# ---- echo_delay_ctrl_flat ----
==> src/rtl/echo_delay_ctrl_if.sv <==
// Single-port synchronous RAM bus between the echo sequencer and its sample buffer.
// rdata returns the word at the address presented on the previous cycle.
interface echo_delay_ctrl_if #(
  parameter int unsigned ADDR_W = 12,
  parameter int unsigned DATA_W = 10
);
  logic [ADDR_W-1:0] addr;
  logic              we;
  logic [DATA_W-1:0] wdata;
  logic [DATA_W-1:0] rdata;

  modport master (
    output addr,
    output we,
    output wdata,
    input  rdata
  );

  modport slave (
    input  addr,
    input  we,
    input  wdata,
    output rdata
  );
endinterface

==> src/rtl/echo_delay_ctrl.sv <==
// Echo delay-line sequencer: per sample tick, reads the sample written active_delay ticks ago
// from a circular RAM buffer, then writes the new sample. Echo is muted until the buffer is primed.
module echo_delay_ctrl #(
  parameter int unsigned ADDR_W        = 12,
  parameter int unsigned DATA_W        = 10,
  parameter int unsigned DEFAULT_DELAY = 2048
) (
  input  logic                 sysclk,
  input  logic                 rst_n,
  input  logic                 tick,
  input  logic [DATA_W-1:0]    sample_in,
  input  logic [ADDR_W-1:0]    delay_len,
  input  logic                 delay_load,
  echo_delay_ctrl_if.master    ram,
  output logic [DATA_W-1:0]    echo_out,
  output logic                 echo_valid,
  output logic                 busy,
  output logic                 overrun
);

  localparam logic [1:0] StIdle = 2'd0;
  localparam logic [1:0] StRd   = 2'd1;
  localparam logic [1:0] StWr   = 2'd2;

  localparam logic [ADDR_W-1:0] FillMax      = '1;
  localparam logic [ADDR_W-1:0] DefaultDelay = ADDR_W'(DEFAULT_DELAY);

  logic [1:0]        state_q, state_d;
  logic [ADDR_W-1:0] wr_ptr_q, wr_ptr_d;
  logic [ADDR_W-1:0] fill_q, fill_d;
  logic [ADDR_W-1:0] active_delay_q, active_delay_d;
  logic [ADDR_W-1:0] pending_q, pending_d;
  logic              pending_valid_q, pending_valid_d;
  logic [DATA_W-1:0] sample_q, sample_d;
  logic [DATA_W-1:0] echo_q, echo_d;
  logic              echo_valid_q, echo_valid_d;
  logic              overrun_q, overrun_d;

  always_comb begin
    state_d         = state_q;
    wr_ptr_d        = wr_ptr_q;
    fill_d          = fill_q;
    active_delay_d  = active_delay_q;
    pending_d       = pending_q;
    pending_valid_d = pending_valid_q;
    sample_d        = sample_q;
    echo_d          = echo_q;
    echo_valid_d    = 1'b0;
    overrun_d       = overrun_q;

    case (state_q)
      StIdle: begin
        if (tick) begin
          sample_d = sample_in;
          // Delay changes only take effect at a sequence boundary; restart priming.
          if (pending_valid_q) begin
            active_delay_d  = pending_q;
            fill_d          = '0;
            pending_valid_d = 1'b0;
          end
          state_d = StRd;
        end
      end
      StRd: begin
        if (tick) overrun_d = 1'b1;
        state_d = StWr;
      end
      StWr: begin
        if (tick) overrun_d = 1'b1;
        echo_d       = (fill_q >= active_delay_q && active_delay_q != '0) ? ram.rdata : '0;
        echo_valid_d = 1'b1;
        wr_ptr_d     = wr_ptr_q + 1'b1;
        if (fill_q != FillMax) fill_d = fill_q + 1'b1;
        state_d = StIdle;
      end
      default: state_d = StIdle;
    endcase

    // A load coinciding with an accepted tick becomes the next pending value.
    if (delay_load) begin
      pending_d       = delay_len;
      pending_valid_d = 1'b1;
    end
  end

  always_comb begin
    ram.addr  = '0;
    ram.we    = 1'b0;
    ram.wdata = '0;
    case (state_q)
      StRd: ram.addr = wr_ptr_q - active_delay_q;
      StWr: begin
        ram.addr  = wr_ptr_q;
        ram.we    = 1'b1;
        ram.wdata = sample_q;
      end
      default: ;
    endcase
  end

  always_ff @(posedge sysclk) begin
    if (!rst_n) begin
      state_q         <= StIdle;
      wr_ptr_q        <= '0;
      fill_q          <= '0;
      active_delay_q  <= DefaultDelay;
      pending_q       <= '0;
      pending_valid_q <= 1'b0;
      sample_q        <= '0;
      echo_q          <= '0;
      echo_valid_q    <= 1'b0;
      overrun_q       <= 1'b0;
    end else begin
      state_q         <= state_d;
      wr_ptr_q        <= wr_ptr_d;
      fill_q          <= fill_d;
      active_delay_q  <= active_delay_d;
      pending_q       <= pending_d;
      pending_valid_q <= pending_valid_d;
      sample_q        <= sample_d;
      echo_q          <= echo_d;
      echo_valid_q    <= echo_valid_d;
      overrun_q       <= overrun_d;
    end
  end

  assign echo_out   = echo_q;
  assign echo_valid = echo_valid_q;
  assign busy       = (state_q != StIdle);
  assign overrun    = overrun_q;

endmodule

==> src/flat_wrapper.sv <==
// flat-port wrapper written by rule: the top's interface ports become plain ports
module echo_delay_ctrl_flat 
#(
  parameter int unsigned ADDR_W        = 12,
  parameter int unsigned DATA_W        = 10,
  parameter int unsigned DEFAULT_DELAY = 2048
)
  (sysclk, rst_n, tick, sample_in, delay_len, delay_load, echo_out, echo_valid, busy, overrun, ram_addr, ram_we, ram_wdata, ram_rdata);
  echo_delay_ctrl_if #(.ADDR_W(ADDR_W), .DATA_W(DATA_W)) ram_i ();
  input  logic sysclk;
  input  logic rst_n;
  input  logic tick;
  input  logic [DATA_W-1:0] sample_in;
  input  logic [ADDR_W-1:0] delay_len;
  input  logic delay_load;
  output logic [DATA_W-1:0] echo_out;
  output logic echo_valid;
  output logic busy;
  output logic overrun;
  output wire logic [$bits(ram_i.addr)-1:0] ram_addr;
  output wire logic [$bits(ram_i.we)-1:0] ram_we;
  output wire logic [$bits(ram_i.wdata)-1:0] ram_wdata;
  input wire logic [$bits(ram_i.rdata)-1:0] ram_rdata;
  assign ram_addr = ram_i.addr;
  assign ram_we = ram_i.we;
  assign ram_wdata = ram_i.wdata;
  assign ram_i.rdata = ram_rdata;
  echo_delay_ctrl #(.ADDR_W(ADDR_W), .DATA_W(DATA_W), .DEFAULT_DELAY(DEFAULT_DELAY)) u_core (.sysclk(sysclk), .rst_n(rst_n), .tick(tick), .sample_in(sample_in), .delay_len(delay_len), .delay_load(delay_load), .ram(ram_i), .echo_out(echo_out), .echo_valid(echo_valid), .busy(busy), .overrun(overrun));
endmodule
==> config.mk <==
export PLATFORM = sky130hd
export DESIGN_NAME = echo_delay_ctrl_flat
export DESIGN_NICKNAME = d
export VERILOG_FILES = /design/src/rtl/echo_delay_ctrl_if.sv /design/src/rtl/echo_delay_ctrl.sv /design/src/flat_wrapper.sv
export SDC_FILE = /design/constraint.sdc
export NUM_CORES = 1
export LEC_CHECK = 0
export CORE_MARGIN = 2
export CORE_UTILIZATION = 55
export CTS_BUF_LIST = sky130_fd_sc_hd__clkbuf_2 sky130_fd_sc_hd__clkbuf_4 sky130_fd_sc_hd__clkbuf_8
export CTS_CLUSTER_DIAMETER = 120
export CTS_CLUSTER_SIZE = 8
export DETAILED_ROUTE_END_ITERATION = 12
export PLACE_DENSITY = 0.83
export SYNTH_ARGS = -nofsm -noshare
export SYNTH_HDL_FRONTEND = slang
export SYNTH_SLANG_ARGS = --single-unit
==> constraint.sdc <==
create_clock -name sysclk -period 2.4 [get_ports sysclk]
set_clock_uncertainty 0.1 [all_clocks]
set_input_delay 0.24 -clock sysclk [delete_from_list [all_inputs] [get_ports sysclk]]
set_output_delay 0.24 -clock sysclk [all_outputs]
set_load 0.01 [all_outputs]
==> echo_delay_ctrl_flat/power_grid.png <==
Pins as bars on the die edge. Tap cells in gray.
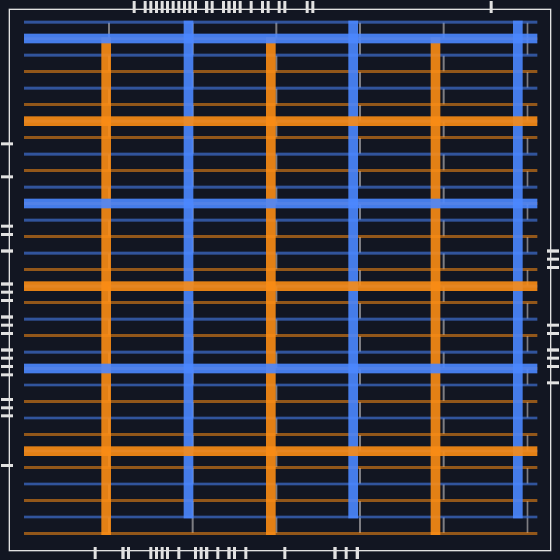
legend:
  VDD:
    color: blue
  VSS:
    color: orange
met5 straps: 6
tap cells: 99
rows: 31
met4 straps: 6
Die Y: 89.0 µm
CORE AREA: 7140 µm²

==> echo_delay_ctrl_flat/placement_by_type.png <==
Scale bar: 20 µm. Fill, decap, tap and diode cells in gray.
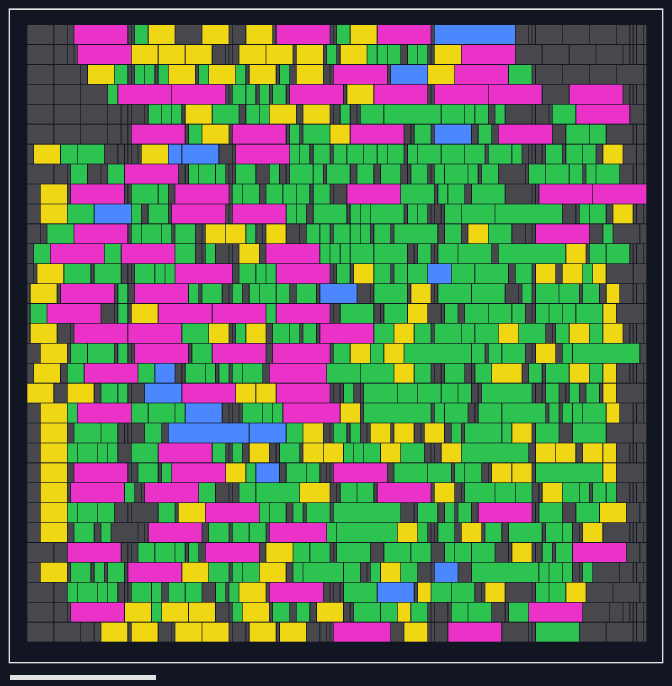
legend:
  clock drivers and dummy loads:
    color: blue
    cells: 16
    share_of_their_area: 4.1%
  combinational and other logic:
    color: green
    cells: 384
    share_of_their_area: 49%
  other buffers and delay cells:
    color: yellow
    cells: 126
    share_of_their_area: 20%
  flops:
    color: magenta
    cells: 73
    share_of_their_area: 27%

-- cell families (layout without fill, tap and decap cells) --
group	count (synthesis)	count (layout)	synth area share
and+or+nand+nor	200	200	0.247
AOI/OAI and AO/OA	94	94	0.158
DFF	73	73	0.367
buffers and inverters	41	163	0.0418
adders and majority gates	29	29	0.0931
xor gates and xnor gates	26	26	0.0573
muxes	14	14	0.0352
-- timing repair --
| item | 4_1_cts | 5_1_grt |
|---|---|---|
| buffers inserted | 2 | 0 |
| endpoints found under the setup margin | 15 | 21 |
| gates resized | 66 | 21 |
| pin swaps | 24 | 14 |
==> deck_impl_summary.md <==
Flow Results at a Glance

Run status
  • Status: finished with violations
  • Failing checks: setup timing

Power
  • Total Power: 0.00277 W
  • Switching pwr: 0.000726 W
  • Combinational gate power: 0.000392 W
  • Top power group: registers

Worst setup path
  • CP Cell Sequence: inv_2 -> ha_4 -> inv_2 -> fa_2 -> a21o_1 -> a211o_1 -> a21o_1 -> a21oi_2 -> xor2_1 -> o21ai_1 -> buf_2
  • Crit path arrival time: 2470 ps
  • Reg2reg setup slack: 180 ps
  • Stages on the worst setup path: 11
  • Max Fanout on Critical Path: 2
  • Crit path kind: reg2out
  • Path depth of the worst reg2reg path: 8
  • Worst reg2reg startpoint: u_core.active_delay_q[0]

Layout
  • Signal buffers: 126
  • Fill cell count: 511
  • Core Util, Final: 0.775
  • Logic area: 2550 µm²

Min path
  • Hold Path Stages: 3
  • Hold Path Class: in2reg

Placement
  • Placed Cells: 680
  • Hpwl dp: 7.72 mm

Synth
  • Synth area leader: dfxtp_1
  • Syn_area_per_cell: 8.34 µm²

STA
  • Setup WS post-layout: -409 ps
  • Max-slew headroom: 0.464
  • Final Hold Fails: 0
  • Setup TNS: -1210 ps
  • # setup viols final: 6

Drt
  • Metal-1 WL: 4.48 mm

GRT
  • Met2 Usage GRT: 0.480

# ---- display_scan_ctrl ----
**config.mk**
```make
export PLATFORM = sky130hd
export DESIGN_NAME = display_scan_ctrl
export DESIGN_NICKNAME = d
export VERILOG_FILES = /design/src/rtl/display_scan_ctrl.sv
export SDC_FILE = /design/constraint.sdc
export NUM_CORES = 1
export LEC_CHECK = 0
export CAP_MARGIN = 20
export CORE_ASPECT_RATIO = 1.75
export CORE_MARGIN = 2
export CORE_UTILIZATION = 35
export DETAILED_ROUTE_END_ITERATION = 10
export HOLD_SLACK_MARGIN = 0.06
export PLACE_DENSITY = 0.56
export SYNTH_ARGS = -nofsm -noshare
export SYNTH_HDL_FRONTEND = slang
export SYNTH_SLANG_ARGS = --single-unit
```
**constraint.sdc**
```tcl
create_clock -name clk -period 2 [get_ports clk]
set_input_delay 0.3 -clock clk [delete_from_list [all_inputs] [get_ports clk]]
set_output_delay 0.3 -clock clk [all_outputs]
set_load 0.01 [all_outputs]
```
**src/rtl/display_scan_ctrl.sv**
```systemverilog
// display_scan_ctrl: 4-digit HH:MM 7-segment scan with anti-ghost blanking, blink and leading-zero suppression.
module seg7_enc (
  input  logic [3:0] d,
  output logic [6:0] seg
);
  always_comb begin
    case (d)
      4'd0: seg = 7'b0111111;
      4'd1: seg = 7'b0000110;
      4'd2: seg = 7'b1011011;
      4'd3: seg = 7'b1001111;
      4'd4: seg = 7'b1100110;
      4'd5: seg = 7'b1101101;
      4'd6: seg = 7'b1111101;
      4'd7: seg = 7'b0000111;
      4'd8: seg = 7'b1111111;
      4'd9: seg = 7'b1100111;
      default: seg = 7'b1111001;
    endcase
  end
endmodule

module display_scan_ctrl #(
  parameter int CLK_DIV      = 50000,
  parameter int BLANK_CYCLES = 2,
  parameter int BLINK_FRAMES = 125
) (
  input  logic        clk,
  input  logic        rst,
  input  logic [15:0] digits_in,
  input  logic [3:0]  blink_mask,
  input  logic        lz_en,
  output logic [3:0]  an,
  output logic [6:0]  seg,
  output logic [1:0]  digit_idx,
  output logic        frame_done
);
  localparam int CW = $clog2(CLK_DIV);
  localparam int BW = $clog2(BLINK_FRAMES + 1);
  logic [CW-1:0] cnt;
  logic [1:0]    idx;
  logic [BW-1:0] blink_cnt;
  logic          blink_phase;
  logic [15:0]   shadow;
  logic [3:0]    smask;
  logic          wrap, fb, hidden;
  logic [3:0]    cur;
  logic [6:0]    eseg;
  assign wrap = cnt == CW'(CLK_DIV - 1);
  assign fb = wrap && idx == 2'd3;
  assign cur = shadow[{idx, 2'b00} +: 4];
  // lz_en is deliberately live so the setting takes effect without waiting a frame
  assign hidden = (cnt < CW'(BLANK_CYCLES)) | (smask[idx] & ~blink_phase)
                | (idx == 2'd3 & lz_en & shadow[15:12] == 4'd0);
  seg7_enc u_enc (.d(cur), .seg(eseg));
  always_ff @(posedge clk) begin
    if (rst) begin
      cnt <= '0;
      idx <= '0;
      blink_cnt <= '0;
      blink_phase <= 1'b1;
      shadow <= '0;
      smask <= '0;
      an <= 4'b1111;
      seg <= '0;
      digit_idx <= '0;
      frame_done <= 1'b0;
    end else begin
      cnt <= wrap ? '0 : cnt + 1'b1;
      if (wrap) idx <= idx + 1'b1;
      if (fb) begin
        shadow <= digits_in;
        smask <= blink_mask;
        blink_cnt <= (blink_cnt == BW'(BLINK_FRAMES - 1)) ? '0 : blink_cnt + 1'b1;
        if (blink_cnt == BW'(BLINK_FRAMES - 1)) blink_phase <= ~blink_phase;
      end
      an <= hidden ? 4'b1111 : ~(4'b0001 << idx);
      seg <= hidden ? 7'h00 : eseg;
      digit_idx <= idx;
      frame_done <= fb;
    end
  end
endmodule
```
==> display_scan_ctrl/placement_by_type.png <==
Scale bar: 20 µm. Fill, decap, tap and diode cells in gray.
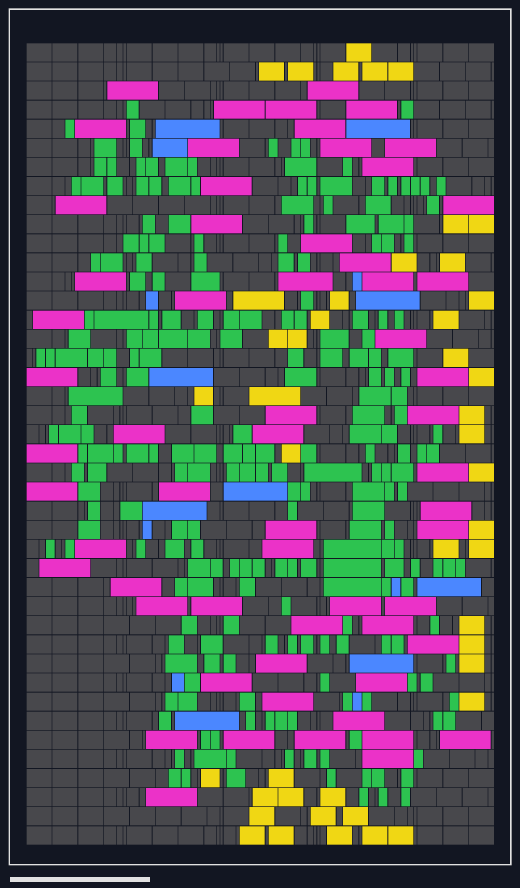
legend:
  flops:
    color: magenta
    cells: 60
    share_of_their_area: 35%
  other buffers and delay cells:
    color: yellow
    cells: 45
    share_of_their_area: 13%
  clock drivers and dummy loads:
    color: blue
    cells: 16
    share_of_their_area: 7.7%
  combinational and other logic:
    color: green
    cells: 238
    share_of_their_area: 44%

==> deck_impl_summary.md <==
Flow Results at a Glance

Run status
  • Status: complete, no violations

GRT
  • Met2 Usage GRT: 0.306
  • Largest net degree at the start of global routing: 28
  • GRT busiest layer: met2
  • Initial antenna violation count: 0
  • Total GRT Usage: 0.165
  • Grt ovf: 0
  • M3 GR Usage: 0.0455

Drt
  • Routed WL: 6.58 mm
  • Residual DRC: 0
  • Pre-antenna DRT Iters: 4
  • Vias: 2328
  • DR top layer: met4
  • Met3 WL: 217 µm
  • Post-DRT Antenna Nets: 0

STA
  • Setup WS post-layout: 193 ps
  • Clk_skew: 3.83 ps
  • Final hold slack: 451 ps
  • Slew @ Worst Pin: 576 ps
  • # setup viols final: 0
  • Final Hold Fails: 0
  • RSZ-0062 raised after global routing: false

Power
  • Total Power: 0.00273 W
  • Seq pwr: 0.00123 W
  • Pwr dens: 777 nW/µm²
  • Top power group: the clock network
  • Switching pwr: 0.000571 W
  • Pint: 0.00216 W
  • Clock group: 0.00137 W

Placement
  • # port buffers: 36
  • RD Place Congestion: 0.810
  • Placed Cells: 431

Synth
  • Mux frac, synth: 0.0511
  • Adder Share, Synth: 0.0588
  • Xor/xnor share: 0.0380
  • Syn_area_per_cell: 8.81 µm²
  • And+or+nand+nor area frac: 0.253
  • Cells in synth_stat.txt: 314
  • Count leader, synth: dfxtp_1
  • Top logic family: simple AND/OR/NAND/NOR gates
  • Top cells, area: dfxtp_1 43%, nand2_1 6.9%, ha_1 5.9%

Worst setup path
  • Bufs and invs on worst path: 1
  • Critical path origin: idx[0]
  • Critical path startpoint category: flop
  • Crit path arrival time: 1980 ps
  • Crit path kind: reg2reg
  • Critical Path End: seg[4]
  • Worst reg2reg startpoint: idx[0]
  • Stages on the worst setup path: 5
  • Required @ worst endpoint: 2170 ps

Layout
  • Multi-input gates: 225
  • Register area: 1200 µm²
  • # nets final: 390
  • Signal buffers: 45
  • Multi-input combinational area share: 0.409
  • Fraction of layout instances using a drive strength above 1: 0.103
  • Top cell category: logic gates
  • Clock buf/inv share: 0.0751
  • Seq area share: 0.342
  • Signal buf overhead: 0.129

Floorplan
  • Tap cells: 88
  • Die width: 71.2 µm

Clock network
  • CTS Root Cell: clkbuf_16
  • Worst skew pair latency: 330 ps
  • Post-CTS setup buffers: 0
  • CTS H-Tree Depth: 3
  • CTS Sinks: 60

Flow run
  • Max-Cap Viols: 0

Min path
  • Hold Path Class: reg2reg
==> display_scan_ctrl/placement.png <==
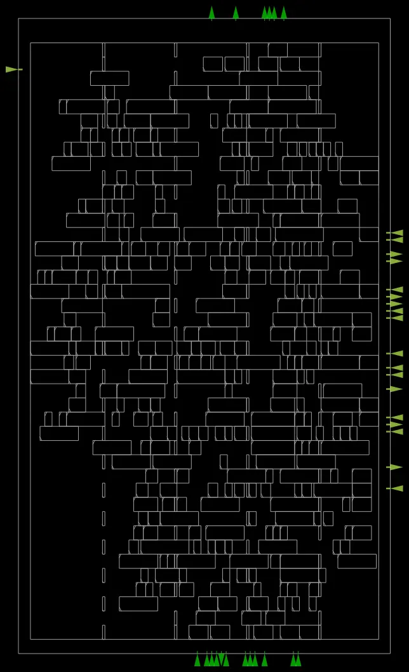
filler-free cell count of the finished design: 447
FF+latch count: 60
CORE AREA: 7620 µm²
fill cell count: 759

## tightest hold or removal path, cell delays in order (launching register included)
cell and delay (ps):
dfxtp_1 300, nand2_1 50, a21oi_1 50
## registers in the layout, summed over array words and instances (netlist names)
signal	cells
idx	2
frame_done	1
digit_idx	2
an	4
seg	7
smask	4
cnt	16
blink_cnt	7
blink_phase	1
shadow	16
## what timing repair did
item	4_1_cts	5_1_grt
resized	0	1
hold buffers	0	0
endpoints found under the hold margin	0	0
setup endpoints to repair	0	13


==> screenshots <==
Signal wires on met2.
Scale bar: 20 µm.
(a)
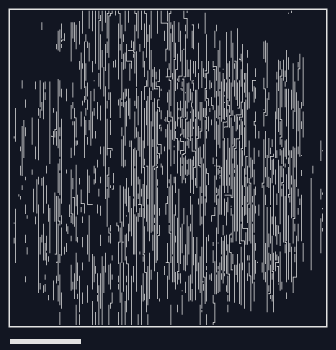
(b)
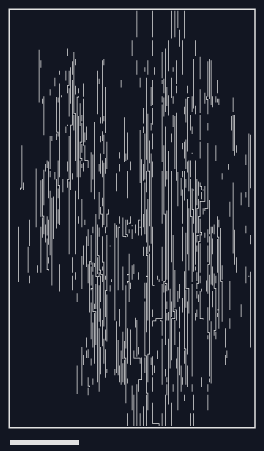
(b) -> display_scan_ctrl
(a) -> echo_delay_ctrl_flat

No activity file was given, so power comes from the tool's default toggle rates.
